######## design 1 ########
### Metal 4, design 1

Supply wires on this layer in gray.
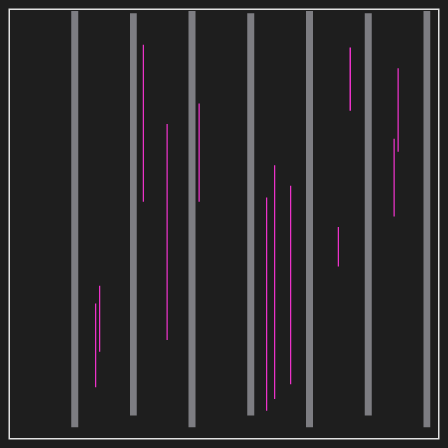

[src/rtl/fp_pkg.sv]
// Shared constants and helpers for the floating-point adder significand datapath.
// This block only implements round-to-nearest-even.
package fp_pkg;

   localparam int MANT_W_DEF = 10;
   localparam int GRS_W      = 3;

   typedef enum logic {RM_RNE = 1'b0} round_mode_t;
   localparam round_mode_t ROUND_MODE = RM_RNE;

   // Width of the signed exponent correction. It must hold -(MANT_W+3) .. +2.
   function automatic int eadj_w(input int mant_w);
      return $clog2(mant_w + GRS_W) + 1;
   endfunction

endpackage

[src/rtl/fp_lzc.sv]
// Combinational leading-zero counter. The count is W when the input is all zeros.
module fp_lzc #(
   parameter int W  = 14,
   parameter int CW = $clog2(W + 1)
) (
   input  logic [W-1:0]  d,
   output logic [CW-1:0] cnt
);

   always_comb begin
      cnt = CW'(W);
      // The scan runs from the LSB upward, so the highest set bit is the last one to write cnt.
      for (int unsigned i = 0; i < W; i++) begin
         if (d[i]) cnt = CW'(W - 1 - i);
      end
   end

endmodule

[src/rtl/mantissa_align_add.sv]
// This is a two-stage significand datapath. Stage 1 aligns B to A using a sticky bit.
// Stage 2 adds or subtracts, normalizes, and rounds to nearest-even.
module mantissa_align_add
   import fp_pkg::*;
#(
   parameter int MANT_W  = MANT_W_DEF,
   parameter int SHIFT_W = 5
) (
   input  logic                              clk,
   input  logic                              rst,
   input  logic                              in_valid,
   output logic                              in_ready,
   input  logic [SHIFT_W-1:0]                in_shift,
   input  logic [MANT_W-1:0]                 in_a_frac,
   input  logic [MANT_W-1:0]                 in_b_frac,
   input  logic                              in_sub,
   output logic                              out_valid,
   input  logic                              out_ready,
   output logic [MANT_W-1:0]                 out_frac,
   output logic signed [eadj_w(MANT_W)-1:0]  out_exp_adj,
   output logic                              out_swap,
   output logic                              out_zero,
   output logic                              out_inexact
);

   localparam int EADJ_W = eadj_w(MANT_W);
   localparam int XW     = MANT_W + 1 + GRS_W;
   localparam int LZW    = $clog2(XW + 1);

   logic en;
   assign en       = !out_valid || out_ready;
   assign in_ready = en;

   logic [XW-1:0] sa_ext, sb_ext, sb_shr, sb_al;
   logic          lost;

   // The hidden bit is always set. A shift of XW or more therefore leaves zero and sets sticky with no special case.
   always_comb begin
      sa_ext = {1'b1, in_a_frac, {GRS_W{1'b0}}};
      sb_ext = {1'b1, in_b_frac, {GRS_W{1'b0}}};
      lost   = 1'b0;
      for (int unsigned i = 0; i < XW; i++) begin
         if (i < 32'(in_shift)) lost = lost | sb_ext[i];
      end
      sb_shr = sb_ext >> in_shift;
      sb_al  = {sb_shr[XW-1:1], sb_shr[0] | lost};
   end

   logic          s1_valid, s1_sub;
   logic [XW-1:0] s1_a, s1_b;

   always_ff @(posedge clk) begin
      if (rst) begin
         s1_valid <= 1'b0;
         s1_sub   <= 1'b0;
         s1_a     <= '0;
         s1_b     <= '0;
      end else if (en) begin
         s1_valid <= in_valid;
         s1_sub   <= in_sub;
         s1_a     <= sa_ext;
         s1_b     <= sb_al;
      end
   end

   logic [XW:0]              sum;
   logic [XW-1:0]            diff, m;
   logic [LZW-1:0]           lz;
   logic                     b_gt_a, g, r, s, lsb, round_up, ovf;
   logic                     zero_n, swap_n, inex_n;
   logic [MANT_W-1:0]        frac_n;
   logic signed [EADJ_W-1:0] adj_norm, adj_n;

   fp_lzc #(.W(XW), .CW(LZW)) u_lzc (.d(diff), .cnt(lz));

   always_comb begin
      sum    = {1'b0, s1_a} + {1'b0, s1_b};
      b_gt_a = s1_a < s1_b;
      diff   = b_gt_a ? s1_b - s1_a : s1_a - s1_b;
      swap_n = s1_sub && b_gt_a;
      if (s1_sub) begin
         m        = diff << lz;
         adj_norm = EADJ_W'(0) - EADJ_W'(lz);
      end else if (sum[XW]) begin
         m        = {sum[XW:2], sum[1] | sum[0]};
         adj_norm = EADJ_W'(1);
      end else begin
         m        = sum[XW-1:0];
         adj_norm = '0;
      end
      // After normalization the hidden bit is clear only when the difference was exactly zero.
      zero_n   = !m[XW-1];
      lsb      = m[GRS_W];
      g        = m[GRS_W-1];
      r        = m[GRS_W-2];
      s        = m[GRS_W-3];
      round_up = (ROUND_MODE == RM_RNE) && g && (r || s || lsb);
      ovf      = round_up && (&m[XW-2:GRS_W]);
      frac_n   = m[XW-2:GRS_W] + MANT_W'(round_up);
      adj_n    = ovf ? adj_norm + EADJ_W'(1) : adj_norm;
      inex_n   = g || r || s;
      if (zero_n) adj_n = '0;
   end

   always_ff @(posedge clk) begin
      if (rst) begin
         out_valid   <= 1'b0;
         out_frac    <= '0;
         out_exp_adj <= '0;
         out_swap    <= 1'b0;
         out_zero    <= 1'b0;
         out_inexact <= 1'b0;
      end else if (en) begin
         out_valid   <= s1_valid;
         out_frac    <= frac_n;
         out_exp_adj <= adj_n;
         out_swap    <= swap_n;
         out_zero    <= zero_n;
         out_inexact <= inex_n;
      end
   end

endmodule

[config.mk]
export PLATFORM = sky130hd
export DESIGN_NAME = mantissa_align_add
export DESIGN_NICKNAME = d
export VERILOG_FILES = /design/src/rtl/fp_pkg.sv /design/src/rtl/fp_lzc.sv /design/src/rtl/mantissa_align_add.sv
export SDC_FILE = /design/constraint.sdc
export NUM_CORES = 1
export LEC_CHECK = 0
export ABC_AREA = 1
export CAP_MARGIN = 20
export CORE_UTILIZATION = 55
export DETAILED_ROUTE_END_ITERATION = 12
export PLACE_DENSITY_LB_ADDON = 0.12
export SETUP_SLACK_MARGIN = 0.3
export SLEW_MARGIN = 30
export SYNTH_ARGS = -nofsm -noshare
export SYNTH_HDL_FRONTEND = slang
export SYNTH_SLANG_ARGS = --single-unit
[constraint.sdc]
create_clock -name clk -period 5.3 [get_ports clk]
set_input_delay 1.325 -clock clk [delete_from_list [all_inputs] [get_ports clk]]
set_output_delay 1.325 -clock clk [all_outputs]
set_load 0.005 [all_outputs]
######## design 2 ########
**src/rtl/game_control.sv**
```systemverilog
// game_control: control FSM for the game datapath.
// Runs init -> draw -> idle. From idle it performs one attack or one 1-px move
// per frame tick, each followed by a redraw. Buttons are synchronised, attack is
// edge-triggered, and a watchdog aborts to init if a *_done handshake stalls.
//
// Ports:
//   clock, resetn                         system clock, async active-low reset
//   btn_up/down/left/right/attack         raw active-high buttons (asynchronous)
//   init_done, idle_done, attack_done,
//   move_done, draw_done                  datapath handshakes
//   init, idle, attack, up, down,
//   left, right, draw                     one-hot datapath commands
//   state[2:0]                            current state code
//   err                                   sticky watchdog-abort flag
module game_control #(
    parameter int unsigned FRAME_DIV = 833334,
    parameter int unsigned TIMEOUT   = 200000
) (
    input  logic       clock,
    input  logic       resetn,
    input  logic       btn_up,
    input  logic       btn_down,
    input  logic       btn_left,
    input  logic       btn_right,
    input  logic       btn_attack,
    input  logic       init_done,
    input  logic       idle_done,
    input  logic       attack_done,
    input  logic       move_done,
    input  logic       draw_done,
    output logic       init,
    output logic       idle,
    output logic       attack,
    output logic       up,
    output logic       down,
    output logic       left,
    output logic       right,
    output logic       draw,
    output logic [2:0] state,
    output logic       err
);

    localparam int unsigned FW = $clog2(FRAME_DIV);
    localparam int unsigned WW = $clog2(TIMEOUT);
    localparam logic [FW-1:0] FRAME_LAST = FW'(FRAME_DIV - 1);
    localparam logic [WW-1:0] WD_LAST    = WW'(TIMEOUT - 1);
    localparam int unsigned NB = 5;

    typedef enum logic [2:0] {
        S_INIT   = 3'd0,
        S_DRAW   = 3'd1,
        S_IDLE   = 3'd2,
        S_ATTACK = 3'd3,
        S_UP     = 3'd4,
        S_DOWN   = 3'd5,
        S_LEFT   = 3'd6,
        S_RIGHT  = 3'd7
    } state_t;

    state_t          state_q;
    state_t          state_d;
    logic [NB-1:0]   btn_meta;
    logic [NB-1:0]   btn_sync;
    logic            atk_prev;
    logic            atk_req;
    logic            atk_rise;
    logic            atk_clr;
    logic [FW-1:0]   frame_cnt;
    logic            frame_wrap;
    logic            tick_pend;
    logic            tick_clr;
    logic [WW-1:0]   wd_cnt;
    logic            wd_fire;
    logic            done_cur;

    // Synchronised button bits: {attack, right, left, down, up}
    always_ff @(posedge clock or negedge resetn) begin
        if (!resetn) begin
            btn_meta <= '0;
            btn_sync <= '0;
            atk_prev <= 1'b0;
        end else begin
            btn_meta <= {btn_attack, btn_right, btn_left, btn_down, btn_up};
            btn_sync <= btn_meta;
            atk_prev <= btn_sync[4];
        end
    end

    assign atk_rise   = btn_sync[4] & ~atk_prev;
    assign frame_wrap = (frame_cnt == FRAME_LAST);

    // Next-state decode, handshake consumption and watchdog abort
    always_comb begin
        state_d  = state_q;
        tick_clr = 1'b0;
        atk_clr  = 1'b0;
        done_cur = 1'b0;
        wd_fire  = 1'b0;
        case (state_q)
            S_INIT: begin
                done_cur = init_done;
                if (init_done) state_d = S_DRAW;
            end
            S_DRAW: begin
                done_cur = draw_done;
                if (draw_done) state_d = S_IDLE;
            end
            S_IDLE: begin
                if (idle_done && tick_pend) begin
                    tick_clr = 1'b1;
                    if (atk_req) begin
                        state_d = S_ATTACK;
                        atk_clr = 1'b1;
                    end else if (btn_sync[0]) begin
                        state_d = S_UP;
                    end else if (btn_sync[1]) begin
                        state_d = S_DOWN;
                    end else if (btn_sync[2]) begin
                        state_d = S_LEFT;
                    end else if (btn_sync[3]) begin
                        state_d = S_RIGHT;
                    end
                end
            end
            S_ATTACK: begin
                done_cur = attack_done;
                if (attack_done) state_d = S_DRAW;
            end
            S_UP, S_DOWN, S_LEFT, S_RIGHT: begin
                done_cur = move_done;
                if (move_done) state_d = S_DRAW;
            end
            default: state_d = S_INIT;
        endcase
        // A done arriving on the terminal count still wins over the abort
        if ((state_q != S_IDLE) && (wd_cnt == WD_LAST) && !done_cur) begin
            wd_fire  = 1'b1;
            state_d  = S_INIT;
            tick_clr = 1'b1;
            atk_clr  = 1'b1;
        end
    end

    // State register with registered one-hot command decode
    always_ff @(posedge clock or negedge resetn) begin
        if (!resetn) begin
            state_q <= S_INIT;
            init    <= 1'b1;
            draw    <= 1'b0;
            idle    <= 1'b0;
            attack  <= 1'b0;
            up      <= 1'b0;
            down    <= 1'b0;
            left    <= 1'b0;
            right   <= 1'b0;
        end else begin
            state_q <= state_d;
            init    <= (state_d == S_INIT);
            draw    <= (state_d == S_DRAW);
            idle    <= (state_d == S_IDLE);
            attack  <= (state_d == S_ATTACK);
            up      <= (state_d == S_UP);
            down    <= (state_d == S_DOWN);
            left    <= (state_d == S_LEFT);
            right   <= (state_d == S_RIGHT);
        end
    end

    assign state = state_q;

    // Frame tick, attack request, watchdog and sticky error; sets win over clears
    always_ff @(posedge clock or negedge resetn) begin
        if (!resetn) begin
            frame_cnt <= '0;
            tick_pend <= 1'b0;
            atk_req   <= 1'b0;
            wd_cnt    <= '0;
            err       <= 1'b0;
        end else begin
            frame_cnt <= frame_wrap ? '0 : frame_cnt + FW'(1);

            if (frame_wrap)    tick_pend <= 1'b1;
            else if (tick_clr) tick_pend <= 1'b0;

            if (atk_rise)      atk_req <= 1'b1;
            else if (atk_clr)  atk_req <= 1'b0;

            if ((state_d != state_q) || (state_q == S_IDLE) || wd_fire)
                wd_cnt <= '0;
            else
                wd_cnt <= wd_cnt + WW'(1);

            if (wd_fire) err <= 1'b1;
        end
    end

endmodule

```
**config.mk**
```make
export PLATFORM = sky130hd
export DESIGN_NAME = game_control
export DESIGN_NICKNAME = d
export VERILOG_FILES = /design/src/rtl/game_control.sv
export SDC_FILE = /design/constraint.sdc
export NUM_CORES = 1
export LEC_CHECK = 0
export CELL_PAD_IN_SITES_DETAIL_PLACEMENT = 0
export CELL_PAD_IN_SITES_GLOBAL_PLACEMENT = 1
export CORE_ASPECT_RATIO = 1.5
export CORE_MARGIN = 5
export CORE_UTILIZATION = 46
export CTS_CLUSTER_SIZE = 40
export DETAILED_ROUTE_END_ITERATION = 12
export GPL_TIMING_DRIVEN = 0
export PLACE_DENSITY_LB_ADDON = 0.1
export REMOVE_ABC_BUFFERS = 1
export SLEW_MARGIN = 20
export SYNTH_ARGS = -nofsm -noshare
export SYNTH_HDL_FRONTEND = slang
export SYNTH_SLANG_ARGS = --single-unit
```
**constraint.sdc**
```tcl
create_clock -name clock -period 2.2 [get_ports clock]
set_input_delay 0.22 -clock clock [delete_from_list [all_inputs] [get_ports clock]]
set_output_delay 0.22 -clock clock [all_outputs]
set_load 0.02 [all_outputs]
```
######## design 3 ########
`src/rtl/riscv_div_pkg.sv`:
```
// Shared decode constants and the divide-op decoder for the EX-stage divider.
package riscv_div_pkg;

  localparam logic [6:0] OPC_OP    = 7'b0110011;
  localparam logic [6:0] OPC_OP_32 = 7'b0111011;
  localparam logic [6:0] F7_MULDIV = 7'b0000001;
  localparam logic [1:0] RV32I     = 2'd1;

  typedef struct packed {
    logic is_div;  // DIV/DIVU/REM/REMU(+W) and allowed in current mode
    logic w;       // 32-bit W variant
    logic sgn;     // signed op
    logic rem;     // remainder wanted
  } div_op_t;

  // funct3[2] selects the divide half of the M extension; [1]=rem, [0]=unsigned.
  function automatic div_op_t div_decode(input logic [31:0] instr, input logic [1:0] st_xlen);
    div_op_t d;
    logic [2:0] f3;
    logic [6:0] opc;
    f3       = instr[14:12];
    opc      = instr[6:0];
    d.w      = (opc == OPC_OP_32);
    d.sgn    = ~f3[0];
    d.rem    = f3[1];
    d.is_div = (instr[31:25] == F7_MULDIV) && f3[2] &&
               ((opc == OPC_OP) || ((opc == OPC_OP_32) && (st_xlen != RV32I)));
    return d;
  endfunction

endpackage

```
`src/rtl/riscv_div_if.sv`:
```
// Pipeline <-> divider signal bundle.
interface riscv_div_if #(
  parameter int unsigned XLEN = 32,
  parameter int unsigned ILEN = 32
);
  logic            ex_stall;
  logic            div_stall;
  logic            id_bubble;
  logic [ILEN-1:0] id_instr;
  logic [XLEN-1:0] opA;
  logic [XLEN-1:0] opB;
  logic [1:0]      st_xlen;
  logic            div_bubble;
  logic [XLEN-1:0] div_r;

  modport master (
    output ex_stall, id_bubble, id_instr, opA, opB, st_xlen,
    input  div_stall, div_bubble, div_r
  );

  modport slave (
    input  ex_stall, id_bubble, id_instr, opA, opB, st_xlen,
    output div_stall, div_bubble, div_r
  );
endinterface

```
`src/rtl/riscv_div.sv`:
```
// Iterative radix-2 restoring divider for RV32M/RV64M DIV/DIVU/REM/REMU(+W).
module riscv_div
  import riscv_div_pkg::*;
#(
  parameter int unsigned XLEN = 32,
  parameter int unsigned ILEN = 32
) (
  input  logic       clk,
  input  logic       rst,
  riscv_div_if.slave bus
);

  localparam int unsigned CW = $clog2(XLEN);

  typedef enum logic [1:0] {ST_IDLE, ST_DIV, ST_DONE} state_t;

  state_t          state;
  logic [CW-1:0]   cnt;
  logic [XLEN-1:0] dvd;     // dividend shifting out at the top, quotient bits entering at the bottom
  logic [XLEN-1:0] dvs;
  logic [XLEN-1:0] rem;
  logic            neg_q, neg_r, op_w, op_rem;

  div_op_t         dec;
  logic [XLEN-1:0] a_ext, b_ext, a_mag, b_mag, min_int, min_w;
  logic            s_a, s_b, dz, ovf;
  logic [XLEN:0]   rem_sh;
  logic            ge;
  logic [XLEN-1:0] rem_nx, q_fix, r_fix, res;

  function automatic logic [XLEN-1:0] ext32(input logic [31:0] v, input logic sx);
    logic [XLEN-1:0] r;
    r       = (sx & v[31]) ? '1 : '0;
    r[31:0] = v;
    return r;
  endfunction

  // Decode and operand conditioning: width extension, magnitudes, special cases.
  always_comb begin
    dec              = div_decode(bus.id_instr[31:0], bus.st_xlen);
    min_int          = '0;
    min_int[XLEN-1]  = 1'b1;
    min_w            = ext32(32'h8000_0000, 1'b1);
    a_ext            = bus.opA;
    b_ext            = bus.opB;
    if (dec.w) begin
      a_ext = ext32(bus.opA[31:0], dec.sgn);
      b_ext = ext32(bus.opB[31:0], dec.sgn);
    end
    s_a   = dec.sgn & a_ext[XLEN-1];
    s_b   = dec.sgn & b_ext[XLEN-1];
    a_mag = s_a ? -a_ext : a_ext;
    b_mag = s_b ? -b_ext : b_ext;
    dz    = (b_ext == '0);
    ovf   = dec.sgn && (b_ext == '1) && (a_ext == (dec.w ? min_w : min_int));
  end

  // One restoring step plus final sign fix / result selection.
  always_comb begin
    rem_sh = {rem, dvd[XLEN-1]};
    ge     = (rem_sh >= {1'b0, dvs});
    rem_nx = ge ? (rem_sh[XLEN-1:0] - dvs) : rem_sh[XLEN-1:0];
    q_fix  = neg_q ? -dvd : dvd;
    r_fix  = neg_r ? -rem : rem;
    res    = op_rem ? r_fix : q_fix;
    if (op_w) res = ext32(res[31:0], 1'b1);
  end

  // Control FSM and datapath registers; special cases preload dvd/rem with the final q/r.
  always_ff @(posedge clk) begin
    if (rst) begin
      state          <= ST_IDLE;
      cnt            <= '0;
      dvd            <= '0;
      dvs            <= '0;
      rem            <= '0;
      neg_q          <= 1'b0;
      neg_r          <= 1'b0;
      op_w           <= 1'b0;
      op_rem         <= 1'b0;
      bus.div_stall  <= 1'b0;
      bus.div_bubble <= 1'b1;
      bus.div_r      <= '0;
    end else begin
      bus.div_bubble <= 1'b1;
      case (state)
        ST_IDLE: begin
          if (!bus.ex_stall && !bus.id_bubble && dec.is_div) begin
            op_w          <= dec.w;
            op_rem        <= dec.rem;
            bus.div_stall <= 1'b1;
            if (dz) begin
              dvd   <= '1;
              rem   <= a_ext;
              neg_q <= 1'b0;
              neg_r <= 1'b0;
              state <= ST_DONE;
            end else if (ovf) begin
              dvd   <= a_ext;
              rem   <= '0;
              neg_q <= 1'b0;
              neg_r <= 1'b0;
              state <= ST_DONE;
            end else begin
              // W ops are left-aligned so the step always consumes dvd's MSB.
              dvd   <= dec.w ? (a_mag << (XLEN - 32)) : a_mag;
              dvs   <= b_mag;
              rem   <= '0;
              neg_q <= s_a ^ s_b;
              neg_r <= s_a;
              cnt   <= dec.w ? CW'(31) : CW'(XLEN - 1);
              state <= ST_DIV;
            end
          end
        end
        ST_DIV: begin
          dvd <= {dvd[XLEN-2:0], ge};
          rem <= rem_nx;
          cnt <= cnt - 1'b1;
          if (cnt == '0) state <= ST_DONE;
        end
        ST_DONE: begin
          bus.div_r      <= res;
          bus.div_bubble <= 1'b0;
          bus.div_stall  <= 1'b0;
          state          <= ST_IDLE;
        end
        default: state <= ST_IDLE;
      endcase
    end
  end

endmodule
```
`src/flat_wrapper.sv`:
```
// flat-port wrapper written by rule: the top's interface ports become plain ports
module riscv_div_flat import riscv_div_pkg::*;
#(
  parameter int unsigned XLEN = 32,
  parameter int unsigned ILEN = 32
)
  (clk, rst, bus_ex_stall, bus_id_bubble, bus_id_instr, bus_opA, bus_opB, bus_st_xlen, bus_div_stall, bus_div_bubble, bus_div_r);
  riscv_div_if #(.XLEN(XLEN), .ILEN(ILEN)) bus_i ();
  input  logic clk;
  input  logic rst;
  input wire logic [$bits(bus_i.ex_stall)-1:0] bus_ex_stall;
  input wire logic [$bits(bus_i.id_bubble)-1:0] bus_id_bubble;
  input wire logic [$bits(bus_i.id_instr)-1:0] bus_id_instr;
  input wire logic [$bits(bus_i.opA)-1:0] bus_opA;
  input wire logic [$bits(bus_i.opB)-1:0] bus_opB;
  input wire logic [$bits(bus_i.st_xlen)-1:0] bus_st_xlen;
  output wire logic [$bits(bus_i.div_stall)-1:0] bus_div_stall;
  output wire logic [$bits(bus_i.div_bubble)-1:0] bus_div_bubble;
  output wire logic [$bits(bus_i.div_r)-1:0] bus_div_r;
  assign bus_i.ex_stall = bus_ex_stall;
  assign bus_i.id_bubble = bus_id_bubble;
  assign bus_i.id_instr = bus_id_instr;
  assign bus_i.opA = bus_opA;
  assign bus_i.opB = bus_opB;
  assign bus_i.st_xlen = bus_st_xlen;
  assign bus_div_stall = bus_i.div_stall;
  assign bus_div_bubble = bus_i.div_bubble;
  assign bus_div_r = bus_i.div_r;
  riscv_div #(.XLEN(XLEN), .ILEN(ILEN)) u_core (.clk(clk), .rst(rst), .bus(bus_i));
endmodule
```
`config.mk`:
```
export PLATFORM = sky130hd
export DESIGN_NAME = riscv_div_flat
export DESIGN_NICKNAME = d
export VERILOG_FILES = /design/src/rtl/riscv_div_pkg.sv /design/src/rtl/riscv_div_if.sv /design/src/rtl/riscv_div.sv /design/src/flat_wrapper.sv
export SDC_FILE = /design/constraint.sdc
export NUM_CORES = 1
export LEC_CHECK = 0
export CAP_MARGIN = 10
export CORE_UTILIZATION = 60
export DETAILED_ROUTE_END_ITERATION = 12
export PLACE_DENSITY = 0.86
export SETUP_SLACK_MARGIN = 0.1
export SLEW_MARGIN = 40
export SYNTH_ARGS = -nofsm -noshare
export SYNTH_HDL_FRONTEND = slang
export SYNTH_SLANG_ARGS = --single-unit
```
`constraint.sdc`:
```
create_clock -name clk -period 4.81 [get_ports clk]
set_input_delay 0.7215 -clock clk [delete_from_list [all_inputs] [get_ports clk]]
set_output_delay 0.7215 -clock clk [all_outputs]
set_load 0.05 [all_outputs]
```
######## design 4 ########
<file path="config.mk">
export PLATFORM = sky130hd
export DESIGN_NAME = morse_keyer
export DESIGN_NICKNAME = d
export VERILOG_FILES = /design/src/rtl/morse_keyer.sv
export SDC_FILE = /design/constraint.sdc
export NUM_CORES = 1
export LEC_CHECK = 0
export CORE_ASPECT_RATIO = 1.4
export CORE_MARGIN = 3
export CORE_UTILIZATION = 40
export DETAILED_ROUTE_END_ITERATION = 8
export GPL_ROUTABILITY_DRIVEN = 0
export SLEW_MARGIN = 20
export SYNTH_ARGS = -nofsm -noshare
export SYNTH_HDL_FRONTEND = slang
export SYNTH_SLANG_ARGS = --single-unit
</file>
<file path="constraint.sdc">
create_clock -name CLK -period 3.4 [get_ports CLK]
set_input_delay 0.68 -clock CLK [delete_from_list [all_inputs] [get_ports CLK]]
set_output_delay 0.68 -clock CLK [all_outputs]
set_load 0.02 [all_outputs]
</file>
<file path="src/rtl/morse_keyer.sv">
// Morse transmit keyer: accepts one character code per valid/ready handshake
// and keys ITU dot/dash marks and spaces in multiples of UNIT_CYCLES, then pulses DONE.
module morse_keyer #(
   parameter int UNIT_CYCLES = 8388608,
   parameter int COUNT_W     = 28
) (
   input  logic       CLK,
   input  logic       RESET,
   input  logic [5:0] CHAR,
   input  logic       VALID,
   output logic       READY,
   output logic       KEY,
   output logic       DONE,
   output logic       ERR
);

   typedef enum logic [2:0] {
      IDLE  = 3'd0,
      MARK  = 3'd1,
      SPACE = 3'd2,
      CGAP  = 3'd3,
      WGAP  = 3'd4
   } state_t;

   state_t state, state_nxt;

   logic [COUNT_W-1:0] cyc_cnt;
   logic [2:0] unit_cnt, elem_idx, len_q, seg_units;
   logic [4:0] pat_q;
   logic [2:0] lut_len;
   logic [4:0] lut_pat;
   logic [3:0] dig;
   logic accept, is_sym, is_word, tick, seg_end, last_elem;
   logic key_d, ready_d, done_d, err_d;

   // Digits 26..35: low nibble is 10..15,0..3, so +6 (mod 16) gives 0..9.
   assign dig = CHAR[3:0] + 4'd6;

   always_comb begin
      lut_len = 3'd0;
      lut_pat = 5'b00000;
      case (CHAR)
         6'd0:  begin lut_len = 3'd2; lut_pat = 5'b01000; end
         6'd1:  begin lut_len = 3'd4; lut_pat = 5'b10000; end
         6'd2:  begin lut_len = 3'd4; lut_pat = 5'b10100; end
         6'd3:  begin lut_len = 3'd3; lut_pat = 5'b10000; end
         6'd4:  begin lut_len = 3'd1; lut_pat = 5'b00000; end
         6'd5:  begin lut_len = 3'd4; lut_pat = 5'b00100; end
         6'd6:  begin lut_len = 3'd3; lut_pat = 5'b11000; end
         6'd7:  begin lut_len = 3'd4; lut_pat = 5'b00000; end
         6'd8:  begin lut_len = 3'd2; lut_pat = 5'b00000; end
         6'd9:  begin lut_len = 3'd4; lut_pat = 5'b01110; end
         6'd10: begin lut_len = 3'd3; lut_pat = 5'b10100; end
         6'd11: begin lut_len = 3'd4; lut_pat = 5'b01000; end
         6'd12: begin lut_len = 3'd2; lut_pat = 5'b11000; end
         6'd13: begin lut_len = 3'd2; lut_pat = 5'b10000; end
         6'd14: begin lut_len = 3'd3; lut_pat = 5'b11100; end
         6'd15: begin lut_len = 3'd4; lut_pat = 5'b01100; end
         6'd16: begin lut_len = 3'd4; lut_pat = 5'b11010; end
         6'd17: begin lut_len = 3'd3; lut_pat = 5'b01000; end
         6'd18: begin lut_len = 3'd3; lut_pat = 5'b00000; end
         6'd19: begin lut_len = 3'd1; lut_pat = 5'b10000; end
         6'd20: begin lut_len = 3'd3; lut_pat = 5'b00100; end
         6'd21: begin lut_len = 3'd4; lut_pat = 5'b00010; end
         6'd22: begin lut_len = 3'd3; lut_pat = 5'b01100; end
         6'd23: begin lut_len = 3'd4; lut_pat = 5'b10010; end
         6'd24: begin lut_len = 3'd4; lut_pat = 5'b10110; end
         6'd25: begin lut_len = 3'd4; lut_pat = 5'b11000; end
         default: begin
            if (CHAR >= 6'd26 && CHAR <= 6'd35) begin
               lut_len = 3'd5;
               // 0-5: leading dots then dashes; 6-9: leading dashes then dots
               if (dig <= 4'd5) lut_pat = 5'b11111 >> dig;
               else             lut_pat = ~(5'b11111 >> (dig - 4'd5));
            end
         end
      endcase
   end

   assign is_sym    = (CHAR <= 6'd35);
   assign is_word   = (CHAR == 6'd36);
   assign accept    = VALID && READY;
   assign tick      = (state != IDLE) && (cyc_cnt == COUNT_W'(UNIT_CYCLES - 1));
   assign last_elem = (elem_idx == len_q - 3'd1);

   always_comb begin
      case (state)
         MARK:    seg_units = pat_q[4] ? 3'd3 : 3'd1;
         CGAP:    seg_units = 3'd3;
         WGAP:    seg_units = 3'd7;
         default: seg_units = 3'd1;
      endcase
   end

   assign seg_end = tick && (unit_cnt == seg_units - 3'd1);

   // State and datapath registers
   always_ff @(posedge CLK or posedge RESET) begin
      if (RESET) begin
         state    <= IDLE;
         cyc_cnt  <= '0;
         unit_cnt <= 3'd0;
         elem_idx <= 3'd0;
         len_q    <= 3'd0;
         pat_q    <= 5'b00000;
         READY    <= 1'b1;
         KEY      <= 1'b0;
         DONE     <= 1'b0;
         ERR      <= 1'b0;
      end else begin
         state <= state_nxt;
         READY <= ready_d;
         KEY   <= key_d;
         DONE  <= done_d;
         ERR   <= err_d;
         if (state == IDLE || tick) cyc_cnt <= '0;
         else                      cyc_cnt <= cyc_cnt + 1'b1;
         if (state == IDLE || seg_end) unit_cnt <= 3'd0;
         else if (tick)                unit_cnt <= unit_cnt + 3'd1;
         if (state == IDLE) begin
            elem_idx <= 3'd0;
            if (accept) begin
               len_q <= lut_len;
               pat_q <= lut_pat;
            end
         end else if (state == MARK && seg_end && !last_elem) begin
            elem_idx <= elem_idx + 3'd1;
            pat_q    <= {pat_q[3:0], 1'b0};
         end
      end
   end

   always_comb begin
      state_nxt = state;
      case (state)
         IDLE: begin
            if (accept && is_sym)       state_nxt = MARK;
            else if (accept && is_word) state_nxt = WGAP;
         end
         MARK:  if (seg_end) state_nxt = last_elem ? CGAP : SPACE;
         SPACE: if (seg_end) state_nxt = MARK;
         CGAP, WGAP: if (seg_end) state_nxt = IDLE;
         default: state_nxt = IDLE;
      endcase
   end

   always_comb begin
      key_d   = (state_nxt == MARK);
      ready_d = (state_nxt == IDLE);
      done_d  = seg_end && (state == CGAP || state == WGAP);
      err_d   = (state == IDLE) && accept && !is_sym && !is_word;
   end

endmodule

</file>
### Cell sizes after repair, design 4

Scale bar: 20 µm.
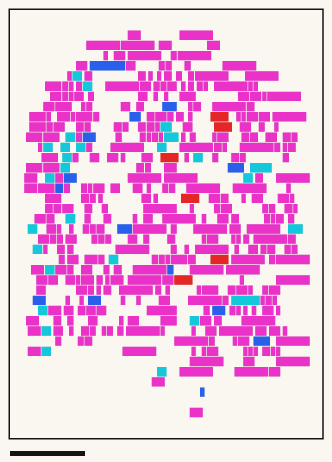
_6 and larger -> red  # cells 6, share 1.5%, most used clkbuf_8
_3 and _4 cells -> cyan  # cells 27, share 6.6%, most used buf_4
_0 and _1 cells -> magenta  # cells 363, share 89%, most used dfrtp_1
_2 cells -> blue  # cells 14, share 3.4%, most used or4b_2
Syn-to-layout area delta: 12.9%
final instance area: 0.00377 mm²
Non-CTS buffers: 34
PnR worst setup slack: 0.326 ns

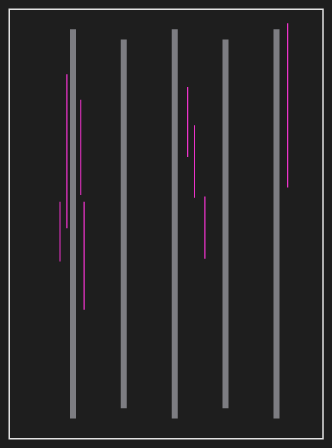
*Metal 4, design 4*
Supply wires on this layer in gray.
share of all routed wire = 2.7%
main direction = vertical
wirelength, routed: 7720 µm
via count: 2885

==> flow_summary.ini, design 4 <==
; implementation run metrics
[worst_setup_path]
path_cells = clkdlybuf4s50_1 > inv_1 > ha_1 > nand2b_1 > and3_1 > o311ai_0 > nor2_1 > buf_4 > o32a_1
crit_start = CHAR[0]
path_class = primary input to flip-flop

[pwr]
seq_power_mw = 0.728
p_comb_mw = 0.576

[synthesis]
synthFlopType = dfrtp_1
ys_sh_xor_pct = 8.01
ys_cells = 386
syn-instance-count = 386

[clock_tree]
cts.path.max_buffers = 2

[outcome]
status = complete, no violations

[layout]
drive_gt1_share_pct = 11.5
antenna_cells = 0
stdcell_count = 510

[timing]
fin_hold_ws_ns = 0.514
fin_crit_sh_pct = 90.4
rsz0062_at_grt = false

[floorplan]
fp.dieW_um = 83.3

[global_routing]
met2_usage_pct = 33.8
-- design 4: synthesized netlist by cell type, drive strengths merged (5+ instances only) --
master / n / area, µm²
nand4: 14 / 100
xor2: 18 / 158
nor3: 12 / 71.3
nand3: 29 / 150
a21oi: 21 / 105
dfrtp: 48 / 1200
inv: 20 / 75.1
nand2b: 5 / 31.3
nor2b: 5 / 31.3
clkbuf: 16 / 60.1
and4: 5 / 43.8
ha: 16 / 200
or3: 8 / 50.1
nor2: 41 / 154
a211oi: 5 / 37.5
o21ai: 23 / 115
nand2: 22 / 82.6
and3: 7 / 43.8
xnor2: 10 / 87.6
-- design 4: layout make-up --
class / instances / area [µm²]
sequential: 49 / 1230
timing repair buffer: 34 / 285
fill: 791 / 4170
multi-input combinational: 298 / 1960
clock buffer: 6 / 82.6
tap: 100 / 125
clock inverter: 2 / 13.8
inverter: 21 / 78.8
-- design 4: state kept, by name, indices dropped and copies added (netlist names) --
register,count
KEY,1
unit_cnt,3
elem_idx,3
len_q,3
DONE,1
ERR,1
cyc_cnt,28
READY,1
state,3
pat_q,5
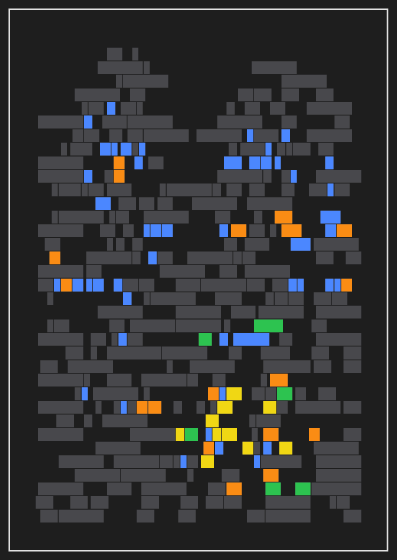
*Logic cells by family, design 2*
nand cells -> blue  # cells 48
and/or cells -> orange  # cells 18
aoi and oai cells -> yellow  # cells 10, where bottom middle
non-inverting ao/oa cells -> green  # cells 6
dominant logic cell type in the layout: dfrtp_1
Non-Filler Instances: 378

==> flow_summary.ini, design 2 <==
; implementation run metrics
[worst_setup_path]
cp-start-kind = flip-flop
path_class = flip-flop to flip-flop
r2r-start = state[1]$_DFF_PN0_

[timing]
layout_min_cycle_time_ns = 2.07
fmax_mhz = 482

[outcome]
status = complete, no violations

[clock_tree]
clk_pin_slew_worst_paths_ns = 0.07
h-tree-depth = 3

[drt]
firstDrtPassIters = 4
drt-total-wl_um = 5790

[synthesis]
aoi_share_pct = 4.41
common_cells = dfrtp_1, nor2_1, nand2_1, xor2_1
synthesis.area_mm2 = 0.00295

[job]
cap_violations = 0

[pwr]
vdd_drop_max_mv = 0.558

[place]
io_buffer_count = 23
place_inst = 357

[global_routing]
grt_max_degree = 48

[layout]
final_cell_mix = dfrtp_1, nor2_1, clkdlybuf4s50_1
fin_util_pct = 56.2

[floorplan]
fp.dieW_um = 75.4
[design 2: routing by layer]
layer	vias to the layer above	share of wire (%)	global-route usage [%]
met3	10	3.0	3.26
met2	24	52	26.7
met5	-	0	0
met1	972	42	19.5
met4	0	2.6	9.38
li1	988	-	-
[design 2: sequential cells by signal, summed over array words and instances, names as in the netlist, 3 cells and up]
register   flops
btn_meta       5
btn_sync       5
frame_cnt     20
state          3
wd_cnt        18
[design 2: layout make-up]
class                   count  area (µm²)
clock buffers              10         138
clock inverters             6        68.8
fillers                   557        2720
inverters                   7        26.3
multi-input cells         188        1290
flip-flops and latches     63        1580
well taps                  74        92.6
repair buffers             30         303
[design 2: critical path: cells and delay by family, from the launching register on]
family / cells / cell delay (ns)
simple gates: 3 / 0.53
mux: 1 / 0.67
flops: 1 / 0.54
compound gates: 1 / 0.17
[design 2: power breakdown]
part | switching [mW] | internal [mW] | total, mW | leakage (nW)
Combinational | 0.533 | 0.324 | 0.857 | 0.549
Sequential | 0.0784 | 1.24 | 1.32 | 0.817
Clock | 0.470 | 0.556 | 1.03 | 0.0912
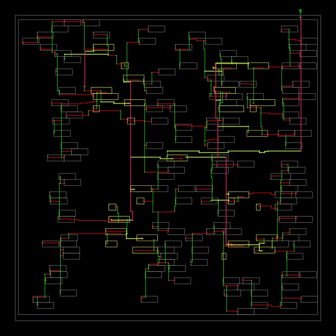
*Clock wiring as the flow saved it, design 3*
clock buffers: 18
CTS sink count: 140
clk pwr: 1.42 mW
flop count: 140
clock skew: 0.00719 ns

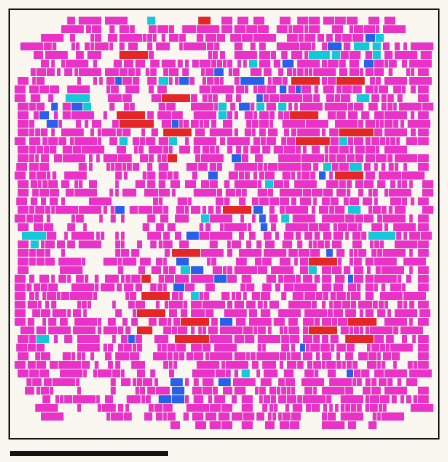
*Cell sizes after repair, design 3*
Scale bar: 50 µm.
_6 and larger -> red  # cells 25, share 1.7%, most used clkbuf_16
_0 and _1 cells -> magenta  # cells 1392, share 93%, most used dfxtp_1
_2 cells -> blue  # cells 40, share 2.7%
_3 and _4 cells -> cyan  # cells 33, share 2.2%, most used buf_4
Syn-to-layout area delta: 18.4%
PnR worst setup slack: 0.905 ns
final instance area: 0.0126 mm²

==> flow_summary.ini, design 3 <==
; implementation run metrics
[synthesis]
numSynthFlops = 140
edf_count = 0
yosysWarnings = 0
netlist.area_leader.share_pct = 26.3
synthesis.area_mm2 = 0.0107

[job]
cap_violations = 0

[clock_tree]
post_cts_buffers = 0

[place]
io_buffer_count = 120
place_inst = 1683
dp_hpwl_um = 22600
dpl_cell_area_mm2 = 0.0120

[worst_setup_path]
path_cells = inv_1 > ha_1 > nand2b_1 > a211oi_1 > o21ai_0 > a21oi_1 > o31a_1 > a221o_1 > buf_4 > nor2_1 > a221o_1 > a31oi_1
path_depth = 12
r2r_end = u_core.rem[27]$_SDFFE_PP0P_
crit_fanout = 21

[outcome]
status = complete, no violations

[drt]
drt_iter0_drc = 927
drt-total-wl_um = 30300

[pwr]
vdd_drop_max_mv = 0.261

[timing]
worst_pin_slew_ns = 0.795
## design 3: area by class of cell
cell class | count | area share, %
Multi-Input combinational cell | 1126 | 58.3
Sequential cell | 140 | 22.3
Timing Repair Buffer | 139 | 10.7
Clock buffer | 18 | 3.48
Tap cell | 225 | 2.23
Inverter | 53 | 1.58
Clock inverter | 14 | 1.53
## design 3: sequential cells by signal (all words and copies together) (netlist names)
| signal | flops |
|---|---|
| u_core.rem | 32 |
| u_core.op_rem | 1 |
| u_core.bus.div_r | 32 |
| u_core.cnt | 5 |
| u_core.neg_q | 1 |
| u_core.bus.div_bubble | 1 |
| u_core.bus.div_stall | 1 |
| u_core.dvd | 32 |
| u_core.dvs | 32 |
| u_core.state | 2 |
| u_core.neg_r | 1 |
## design 3: layer usage
metal / up-vias / wire length, µm / part of all wire [%]
li1: 5300 / - / -
met1: 4933 / 13100 / 43
met2: 464 / 13900 / 46
met3: 64 / 2340 / 7.7
met4: 0 / 930 / 3.1
met5: - / 0 / 0
## design 3: power breakdown
group	total, mW	internal (mW)	switching (mW)	leakage (nW)
Clock	1.42	0.883	0.541	0.303
Sequential	1.16	1.16	0.0000363	1.13
Combinational	0.217	0.106	0.111	3.37
Total	2.80	2.15	0.652	4.80
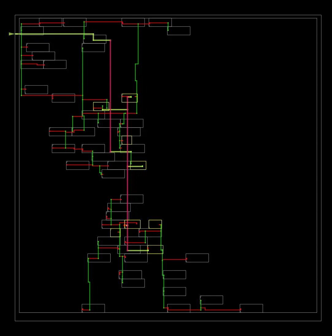
*Clock wiring as the flow saved it, design 1*
cts bufs inserted: 5
clock skew: 0.0137 ns
clk pwr: 0.237 mW
CTS sink count: 46
flop count: 46

About 'Metal 4' of design 1:
longest straight run = 53.7 µm
main direction = vertical
wirelength, routed: 14800 µm
via count: 5541

==> flow_summary.ini, design 1 <==
; implementation run metrics
[drt]
firstDrtPassIters = 5
routed_via_density = 5.67

[clock_tree]
cts.path.max_buffers = 2
cts-resized-gates = 0
cts_tree = yes

[global_routing]
antenna_found_initial = 0
grt_most_used_layer = met2
grt-ovfl-total = 0
grt_pass1_wl_um = 24700
grtUsageTotal_pct = 31.3

[worst_setup_path]
r2r-start = s1_a[6]$_SDFFE_PP0P_
crit_fanout = 16
cp-start-kind = flip-flop
end_kind = flip-flop
cp.required_ns = 5.52

[layout]
drive_gt1_share_pct = 6.70
clk_share_pct = 1.70
biggestRegsByFlops = s1_b: 14 flops, s1_a: 11 flops, out_frac: 10 flops

[place]
dp_hpwl_um = 11800

[floorplan]
rows = 35
nWellTaps = 111

[synthesis]
syn-instance-count = 841

[pwr]
power_per_cell_area_mw_per_mm2 = 276
switching_share_pct = 49.5
switching_power_mw = 0.784
power_mw = 1.58

[outcome]
status = complete, no violations

[timing]
finalMaxSlewViolations = 0
-- design 1: power by group through the flow --
stage          Sequential [mW]  Clock, mW  Combinational, mW
4_1_cts                  0.400      0.241              0.927
3_5_place_dp             0.408          0              0.923
3_3_place_gp             0.407          0              0.917
5_1_grt                  0.404      0.256               1.06
6_report                 0.400      0.237              0.946
2_1_floorplan            0.402          0              0.714
-- design 1: layout by cell type (no fill, tap or decap), drive strengths merged, types with 7 or more instances in the layout --
cell and count:
xnor2 7, o21ai 71, nor2 74, nor3 9, a22oi 7, o21bai 11
ha 36, xor2 19, clkdlybuf4s50 49, nand2 200, nand3 86, inv 124
a21oi 62, dfxtp 46, nand4 7
-- design 1: cells in the mapped netlist, types with 4 or more instances --
library cell,n
o211ai_1,5
nor2_2,5
ha_1,36
inv_2,10
a22oi_1,7
o21ai_1,11
o21bai_1,11
clkbuf_1,17
clkinv_1,4
a221oi_1,4
nand4_1,7
xor2_1,17
nor3_1,8
nand2_1,186
buf_4,5
a21oi_1,61
nand2_2,11
o21ai_0,59
dfxtp_1,46
xnor2_1,7
mux2i_1,5
inv_1,111
nand3_1,82
buf_2,8
nor2_1,66
o221ai_1,4

==> notes/layouts.md <==
Pictures saved along the way, in no particular order.

Routed clock nets over the placement.
image #1
Scale bar: 20 µm.
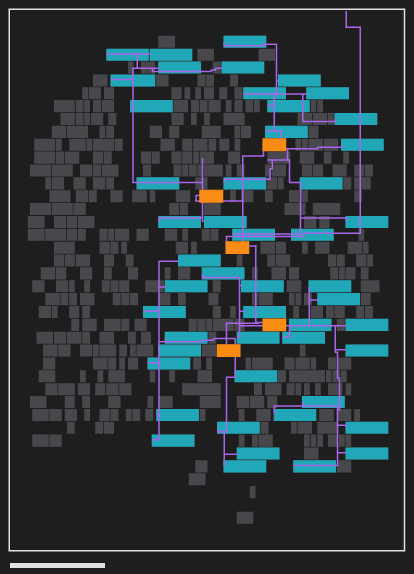
image #2
Scale bar: 20 µm.
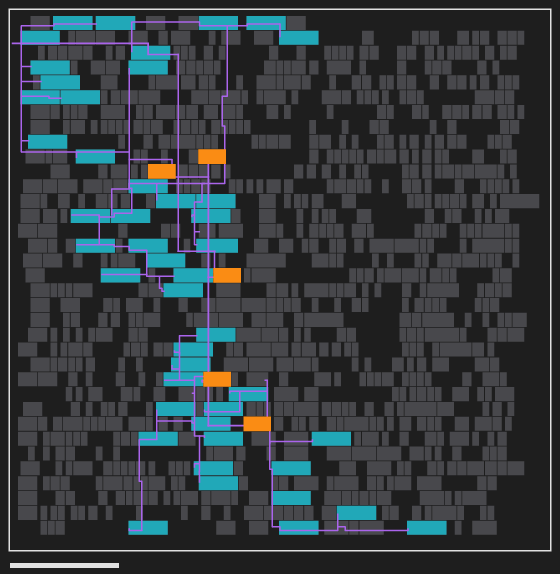
image #3
Scale bar: 50 µm.
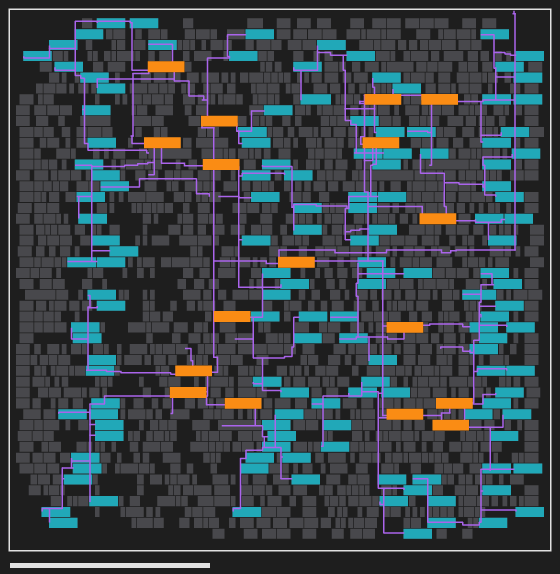
image #4
Scale bar: 20 µm.
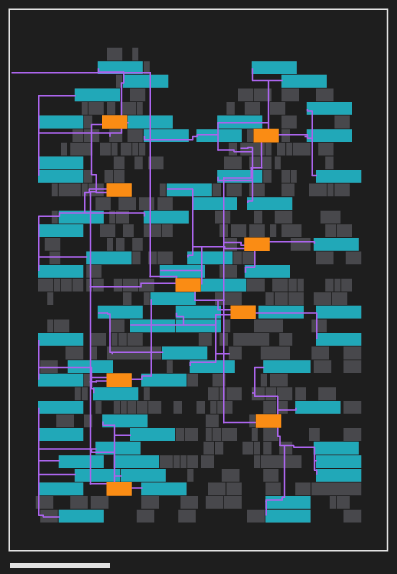
Image #1 is design 4.
Image #3 is design 3.
Image #4 is design 2.
Image #2 is design 1.
The one with the smallest die is image #4.
The one with the most sequential cells is image #3.



==> gallery <==
Sequential cells colored by netlist name.
Other sequential cells in the stronger gray, the rest of the logic in the fainter gray.
panel A
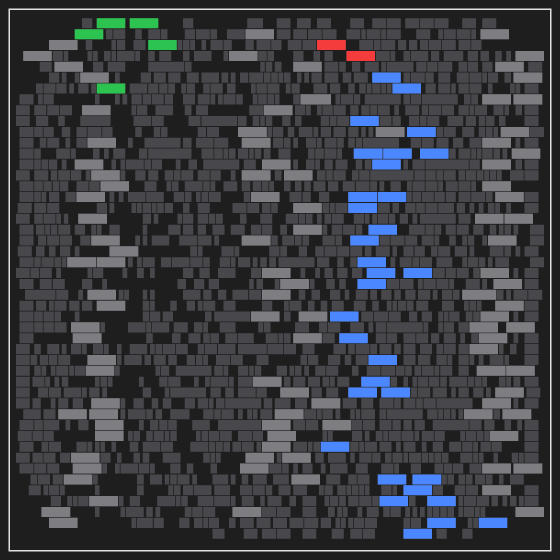
panel B
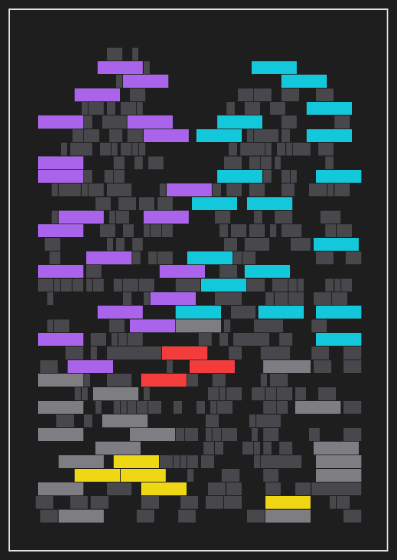
panel C
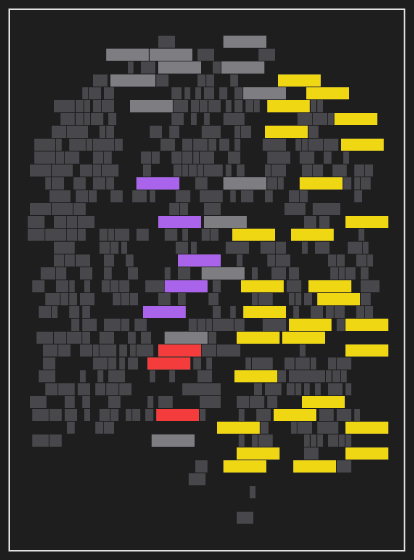
panel D
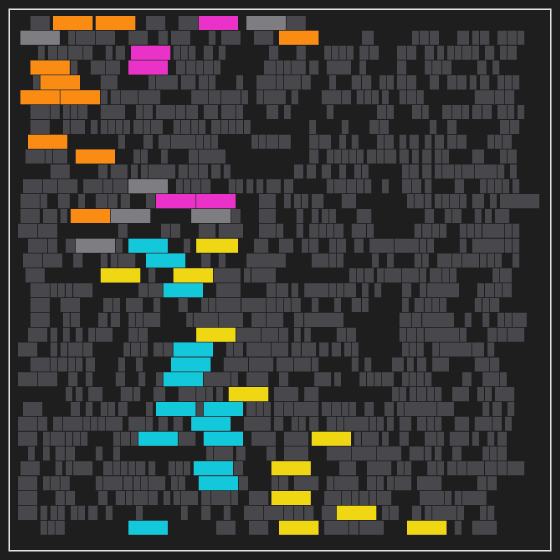
Of these, most sequential cells: panel A
Of these, most cells: panel A
panel D -> design 1
panel A -> design 3
panel B -> design 2
panel C -> design 4

Key to panel C:
pat_q -> purple  # placed flops 5, where middle
cyc_cnt -> yellow  # placed flops 28
len_q -> red  # placed flops 3
not colored = 13

Power and IR drop assume default switching activity.
